# design 1

$ cat src/rtl/demux_pkg.sv
// Shared channel encodings and counter type for the demux stream buffer.
// No logic; types and constants only.
package demux_pkg;
    localparam logic DEMUX_CH1 = 1'b0;
    localparam logic DEMUX_CH2 = 1'b1;

    typedef logic [7:0] cnt_t;
endpackage

$ cat src/rtl/demux_buf_fifo.sv
// Single-channel DEPTH-entry FIFO with head-of-queue data always presented.
// Latency: a pushed word is at the head one cycle after the push edge.
// Backpressure: push ignored while full, pop ignored while empty.
module demux_buf_fifo
    import demux_pkg::*;
#(
    parameter int WIDTH = 16,
    parameter int DEPTH = 2
) (
    input  logic             clk,
    input  logic             rst_n,
    input  logic             push,
    input  logic [WIDTH-1:0] push_data,
    input  logic             pop,
    output logic [WIDTH-1:0] head_data,
    output logic             empty,
    output logic             full
);
    localparam int AW = $clog2(DEPTH);
    localparam int CW = AW + 1;

    logic [WIDTH-1:0] mem [DEPTH];
    logic [AW-1:0]    wr_ptr;
    logic [AW-1:0]    rd_ptr;
    logic [CW-1:0]    count;
    logic             do_push;
    logic             do_pop;

    assign empty     = (count == '0);
    assign full      = (count == CW'(DEPTH));
    assign do_push   = push && !full;
    assign do_pop    = pop && !empty;
    assign head_data = mem[rd_ptr];

    // Storage needs no reset: occupancy alone decides what is visible.
    always_ff @(posedge clk) begin
        if (do_push) begin
            mem[wr_ptr] <= push_data;
        end
    end

    // Pointers wrap naturally because DEPTH is a power of two.
    always_ff @(posedge clk) begin
        if (!rst_n) begin
            wr_ptr <= '0;
            rd_ptr <= '0;
            count  <= '0;
        end else begin
            if (do_push) begin
                wr_ptr <= wr_ptr + AW'(1);
            end
            if (do_pop) begin
                rd_ptr <= rd_ptr + AW'(1);
            end
            case ({do_push, do_pop})
                2'b10:   count <= count + CW'(1);
                2'b01:   count <= count - CW'(1);
                default: count <= count;
            endcase
        end
    end
endmodule

$ cat src/rtl/demux_stream_buffer.sv
// Registered 1:2 stream demux; each word steered by in_sel into a per-channel FIFO.
// Latency: 1 cycle from push edge to outN_valid. Optional pop counters: DEMUX_BUF_CNT_EN.
// Backpressure: in_ready = !full of the selected channel, independent of outN_ready.
module demux_stream_buffer
    import demux_pkg::*;
#(
    parameter int WIDTH = 16,
    parameter int DEPTH = 2
) (
    input  logic             clk,
    input  logic             rst_n,
    input  logic [WIDTH-1:0] in_data,
    input  logic             in_sel,
    input  logic             in_valid,
    output logic             in_ready,
    output logic [WIDTH-1:0] out1_data,
    output logic             out1_valid,
    input  logic             out1_ready,
    output logic [WIDTH-1:0] out2_data,
    output logic             out2_valid,
    input  logic             out2_ready
`ifdef DEMUX_BUF_CNT_EN
    ,
    output logic [7:0]       cnt1,
    output logic [7:0]       cnt2
`endif
);
    logic             push1, push2;
    logic             pop1, pop2;
    logic             empty1, empty2;
    logic             full1, full2;
    logic [WIDTH-1:0] head1, head2;

    assign in_ready = (in_sel == DEMUX_CH2) ? !full2 : !full1;
    assign push1    = in_valid && in_ready && (in_sel == DEMUX_CH1);
    assign push2    = in_valid && in_ready && (in_sel == DEMUX_CH2);
    assign pop1     = !empty1 && out1_ready;
    assign pop2     = !empty2 && out2_ready;

    // An empty channel drives zero, matching the idle leg of the upstream demux.
    assign out1_valid = !empty1;
    assign out2_valid = !empty2;
    assign out1_data  = empty1 ? '0 : head1;
    assign out2_data  = empty2 ? '0 : head2;

    demux_buf_fifo #(.WIDTH(WIDTH), .DEPTH(DEPTH)) u_fifo1 (
        .clk       (clk),
        .rst_n     (rst_n),
        .push      (push1),
        .push_data (in_data),
        .pop       (pop1),
        .head_data (head1),
        .empty     (empty1),
        .full      (full1)
    );

    demux_buf_fifo #(.WIDTH(WIDTH), .DEPTH(DEPTH)) u_fifo2 (
        .clk       (clk),
        .rst_n     (rst_n),
        .push      (push2),
        .push_data (in_data),
        .pop       (pop2),
        .head_data (head2),
        .empty     (empty2),
        .full      (full2)
    );

`ifdef DEMUX_BUF_CNT_EN
    cnt_t cnt1_q;
    cnt_t cnt2_q;

    always_ff @(posedge clk) begin
        if (!rst_n) begin
            cnt1_q <= '0;
            cnt2_q <= '0;
        end else begin
            if (pop1) begin
                cnt1_q <= cnt1_q + 8'd1;
            end
            if (pop2) begin
                cnt2_q <= cnt2_q + 8'd1;
            end
        end
    end

    assign cnt1 = cnt1_q;
    assign cnt2 = cnt2_q;
`endif
endmodule

$ cat config.mk
export PLATFORM = sky130hd
export DESIGN_NAME = demux_stream_buffer
export DESIGN_NICKNAME = d
export VERILOG_FILES = /design/src/rtl/demux_pkg.sv /design/src/rtl/demux_buf_fifo.sv /design/src/rtl/demux_stream_buffer.sv
export SDC_FILE = /design/constraint.sdc
export NUM_CORES = 1
export LEC_CHECK = 0
export CAP_MARGIN = 0
export CORE_MARGIN = 2
export CORE_UTILIZATION = 51
export DETAILED_ROUTE_END_ITERATION = 12
export PLACE_DENSITY = 0.89
export SETUP_SLACK_MARGIN = 0.02
export SLEW_MARGIN = 20
export SYNTH_ARGS = -nofsm -noshare
export SYNTH_HDL_FRONTEND = slang
export SYNTH_SLANG_ARGS = --single-unit
$ cat constraint.sdc
create_clock -name clk -period 2.8 [get_ports clk]
set_clock_uncertainty 0.05 [all_clocks]
set_input_delay 0.56 -clock clk [delete_from_list [all_inputs] [get_ports clk]]
set_output_delay 0.56 -clock clk [all_outputs]
set_load 0.03 [all_outputs]
# design 2

==> src/rtl/reg_sched_pkg.sv <==
// Shared widths, limits and writeback request types for the register
// writeback scheduler.
package reg_sched_pkg;

  localparam int ADDR_W_DEF       = 5;
  localparam int DATA_W_DEF       = 32;
  localparam int STARVE_LIMIT_DEF = 4;
  localparam int STARVE_CNT_W     = 4;

  typedef logic [ADDR_W_DEF-1:0] reg_addr_t;
  typedef logic [DATA_W_DEF-1:0] reg_data_t;

  typedef struct packed {
    logic      valid;
    reg_addr_t addr;
    reg_data_t data;
  } wb_req_t;

endpackage

==> src/rtl/wb_arbiter.sv <==
// Two-source arbiter for the single register-file write port: A wins by
// default, B wins once it has waited STARVE_LIMIT consecutive cycles.
module wb_arbiter
  import reg_sched_pkg::*;
#(
  parameter int ADDRESS_WIDTH = ADDR_W_DEF,
  parameter int DATA_WIDTH    = DATA_W_DEF,
  parameter int STARVE_LIMIT  = STARVE_LIMIT_DEF
) (
  input  logic                     clk,
  input  logic                     rst,
  input  logic                     a_valid,
  input  logic [ADDRESS_WIDTH-1:0] a_addr,
  input  logic [DATA_WIDTH-1:0]    a_data,
  output logic                     a_ready,
  input  logic                     b_valid,
  input  logic [ADDRESS_WIDTH-1:0] b_addr,
  input  logic [DATA_WIDTH-1:0]    b_data,
  output logic                     b_ready,
  output logic                     we3,
  output logic [ADDRESS_WIDTH-1:0] ad3,
  output logic [DATA_WIDTH-1:0]    wd3
);

  localparam logic [STARVE_CNT_W-1:0] LIMIT = STARVE_CNT_W'(STARVE_LIMIT);

  logic [STARVE_CNT_W-1:0] starve_q, starve_d;

  // Grant selection and write-port mux; nothing is granted while in reset.
  always_comb begin
    a_ready = 1'b0;
    b_ready = 1'b0;
    we3     = 1'b0;
    ad3     = {ADDRESS_WIDTH{1'b0}};
    wd3     = {DATA_WIDTH{1'b0}};
    if (rst) begin
      a_ready = 1'b0;
    end else if (b_valid && ((starve_q == LIMIT) || !a_valid)) begin
      b_ready = 1'b1;
      ad3     = b_addr;
      wd3     = b_data;
      we3     = (b_addr != {ADDRESS_WIDTH{1'b0}});
    end else if (a_valid) begin
      a_ready = 1'b1;
      ad3     = a_addr;
      wd3     = a_data;
      we3     = (a_addr != {ADDRESS_WIDTH{1'b0}});
    end else begin
      we3 = 1'b0;
    end
  end

  // Starvation counter next state: counts cycles B waits, saturating.
  always_comb begin
    starve_d = starve_q;
    if (!b_valid || b_ready) begin
      starve_d = {STARVE_CNT_W{1'b0}};
    end else if (starve_q != LIMIT) begin
      starve_d = starve_q + {{(STARVE_CNT_W-1){1'b0}}, 1'b1};
    end else begin
      starve_d = starve_q;
    end
  end

  // Starvation counter register.
  always_ff @(posedge clk or posedge rst) begin
    if (rst) begin
      starve_q <= {STARVE_CNT_W{1'b0}};
    end else begin
      starve_q <= starve_d;
    end
  end

endmodule

==> src/rtl/reg_wb_scheduler.sv <==
// Register writeback scheduler: arbitrates the reg_file write port between
// the ALU path (A) and the long-latency unit (B) and stalls issue on hazards.
module reg_wb_scheduler
  import reg_sched_pkg::*;
#(
  parameter int ADDRESS_WIDTH = ADDR_W_DEF,
  parameter int DATA_WIDTH    = DATA_W_DEF,
  parameter int STARVE_LIMIT  = STARVE_LIMIT_DEF
) (
  input  logic                     clk,
  input  logic                     rst,
  input  logic                     issue_valid,
  input  logic [ADDRESS_WIDTH-1:0] issue_rs1,
  input  logic [ADDRESS_WIDTH-1:0] issue_rs2,
  input  logic [ADDRESS_WIDTH-1:0] issue_rd,
  input  logic                     issue_long,
  output logic                     stall,
  input  logic                     a_valid,
  output logic                     a_ready,
  input  logic [ADDRESS_WIDTH-1:0] a_addr,
  input  logic [DATA_WIDTH-1:0]    a_data,
  input  logic                     b_valid,
  output logic                     b_ready,
  input  logic [ADDRESS_WIDTH-1:0] b_addr,
  input  logic [DATA_WIDTH-1:0]    b_data,
  output logic                     we3,
  output logic [ADDRESS_WIDTH-1:0] ad3,
  output logic [DATA_WIDTH-1:0]    wd3
);

  localparam int NREG = 2 ** ADDRESS_WIDTH;

  logic [NREG-1:0] busy_q, busy_d;
  logic            issue_fire_s;

  wb_arbiter #(
    .ADDRESS_WIDTH (ADDRESS_WIDTH),
    .DATA_WIDTH    (DATA_WIDTH),
    .STARVE_LIMIT  (STARVE_LIMIT)
  ) u_arb (
    .clk     (clk),
    .rst     (rst),
    .a_valid (a_valid),
    .a_addr  (a_addr),
    .a_data  (a_data),
    .a_ready (a_ready),
    .b_valid (b_valid),
    .b_addr  (b_addr),
    .b_data  (b_data),
    .b_ready (b_ready),
    .we3     (we3),
    .ad3     (ad3),
    .wd3     (wd3)
  );

  // Hazard check against registered busy bits only, so a bit cleared this
  // cycle still stalls until the next one.
  always_comb begin
    stall        = 1'b1;
    issue_fire_s = 1'b0;
    if (rst) begin
      stall = 1'b1;
    end else begin
      stall = issue_valid &
              (busy_q[issue_rs1] | busy_q[issue_rs2] | busy_q[issue_rd]);
      issue_fire_s = issue_valid & ~stall & issue_long &
                     (issue_rd != {ADDRESS_WIDTH{1'b0}});
    end
  end

  // Scoreboard next state: set on long issue, clear on B writeback.
  always_comb begin
    busy_d = busy_q;
    if (issue_fire_s) begin
      busy_d[issue_rd] = 1'b1;
    end else begin
      busy_d = busy_q;
    end
    if (b_valid && b_ready) begin
      busy_d[b_addr] = 1'b0;
    end else begin
      busy_d[0] = 1'b0;
    end
    busy_d[0] = 1'b0;
  end

  // Scoreboard register.
  always_ff @(posedge clk or posedge rst) begin
    if (rst) begin
      busy_q <= {NREG{1'b0}};
    end else begin
      busy_q <= busy_d;
    end
  end

endmodule
==> config.mk <==
export PLATFORM = sky130hd
export DESIGN_NAME = reg_wb_scheduler
export DESIGN_NICKNAME = d
export VERILOG_FILES = /design/src/rtl/reg_sched_pkg.sv /design/src/rtl/wb_arbiter.sv /design/src/rtl/reg_wb_scheduler.sv
export SDC_FILE = /design/constraint.sdc
export NUM_CORES = 1
export LEC_CHECK = 0
export CORE_MARGIN = 2
export CORE_UTILIZATION = 44
export CTS_CLUSTER_DIAMETER = 150
export CTS_CLUSTER_SIZE = 20
export DETAILED_ROUTE_END_ITERATION = 10
export PLACE_DENSITY = 0.82
export SYNTH_ARGS = -nofsm -noshare
export SYNTH_HDL_FRONTEND = slang
export SYNTH_SLANG_ARGS = --single-unit
==> constraint.sdc <==
create_clock -name clk -period 6.1 [get_ports clk]
set_input_delay 1.83 -clock clk [delete_from_list [all_inputs] [get_ports clk]]
set_output_delay 1.83 -clock clk [all_outputs]
set_load 0.1 [all_outputs]
Figure 1. The metal 1 layer (design 2).
Drawn at 3 px/um.
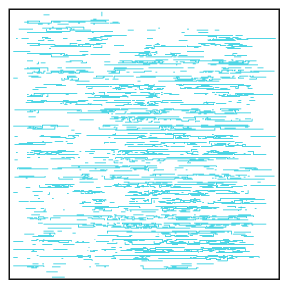
- longest straight run: 29.9 um
- wire length on this layer: 4,650 um
- main direction: horizontal
- nets with wire on the layer: 505
- share of all routed wire: 36%

==> summary.txt, design 2 <==
Implementation results. Detailed routing placed a total of 1060 um of wire on met3. Part of the Yosys area used for sequential elements landed at 27.2%. Number of port buffers landed at 135. Compared with the post-synthesis result, the final layout area differs by 66.6%. Antenna violation net count after detailed routing landed at 0.

Utilization of the core after routing landed at 74.8%. The run finished with clean final reports. For this run, asynchronously set or reset flops after synthesis account for 100%. Post-route total power landed at 944 uW.

The layout report lists the multi-input gate area as 2110 um2. First-pass detailed-route iteration total landed at 5. IR analysis of the VDD net gives a maximum drop of 101 uV. Simple-gate share of the synthesized area landed at 17.0%. After the last flow step, the layout net total stands at 591. In the power breakdown, the biggest contributor is combinational cells.

For this run the detailed placement stage logged an HPWL of 10,400 um.
Figure 2. Sequential cells colored by netlist name (design 1).
Drawn at 6 px/um.
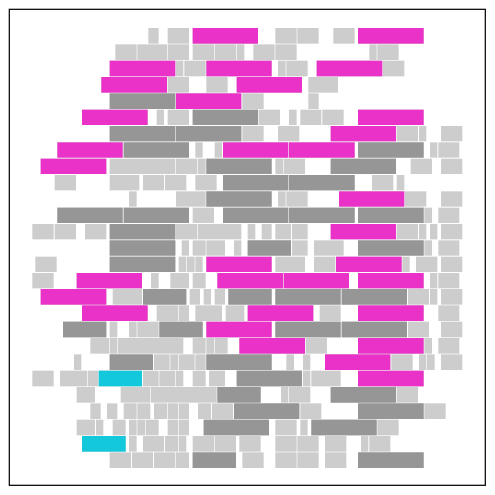
- magenta: u_fifo1.mem (flops 32)
- cyan: u_fifo1.count (flops 2)

Figure 3. Layout detail (design 1).
Region (47, 47) to (72, 72) um. Cells in gray, sequential cells in the stronger gray; small squares are vias.
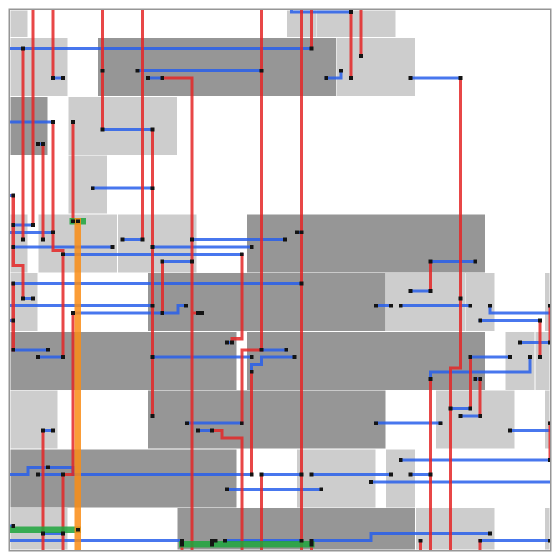
- orange: met4
- green: met3
- red: met2
- blue: met1
- sequential cells in the window: 8
- most frequent: edfxtp_1 (8), mux2i_1 (7), nor2_1 (4)
- cells with their middle in the window: 24
- netlist names of flops here include: u_fifo1.mem (5), u_fifo2.mem (3)

==> summary.txt, design 1 <==
Implementation results. For this run, the script counts the antenna cells in the layout as 0. Y dimension of the die landed at 79.1 um. Placed standard-cell area landed at 3570 um2. The layout has 65 buffers outside the clock class.

Fraction of post-synthesis cell area in the top cell type by area landed at 66.8%. Wire length of the first global-routing pass landed at 8290 um. Power attributed to sequential cells landed at 1360 uW. Die width landed at 79.1 um.

Worst path buffer plus inverter count landed at 2. The core region is 5470 um2. The run finished with clean final reports. The final report lists the setup-violating endpoint count as 0. Combinational cell area excluding buffers and inverters landed at 688 um2. Clock buffers in the final layout number 10.

Area of the chip landed at 6260 um2. Met2 demand-to-capacity share in global routing landed at 31.7%. Post-detailed-route via-to-cell ratio landed at 5.04. Adder-cell share of the synthesized area landed at 0.870%. The fraction of cell area in sequential cells is reported as 55.7%. Per the slew report, the remaining headroom to the max-slew limit stands at 76.6%. In the synthesis report, Yosys lists the chip area as 2880 um2. According to the timing report, the critical path is captured at in_ready. The class occupying the most area after layout is reported as registers. Looking at the clock tree report, the H-tree level count equals 3. Of the combinational cells, the family taking the most area is multiplexers. The combinational power reported by the tool is 1540 uW. Switching power share of the total landed at 34.5%. Utilization of the core after routing landed at 69.6%. Number of sequential storage elements landed at 74.

==> screenshots <==
Routing congestion.
panel A
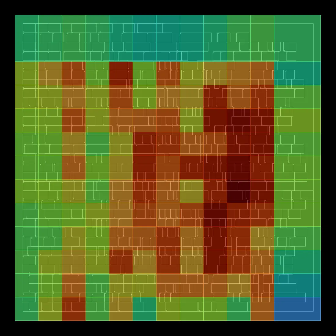
panel B
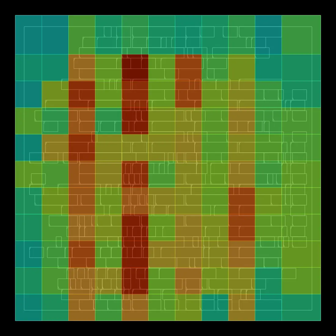
Panel B is design 1.
Panel A is design 2.
Of these, most wire per cell: panel A
Of these, highest track usage: panel A



==> notes/layouts.md <==
Pictures saved along the way, in no particular order.

Selected gate families.
Drawn at 3 px/um.
(a)
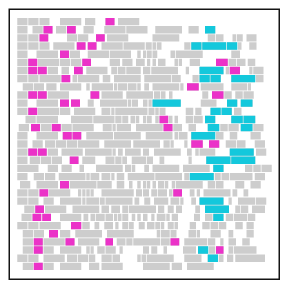
(b)
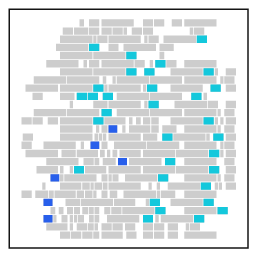
- (a) = design 2
- (b) = design 1

Power figures rest on the tool's default switching activity, not on a simulated workload.
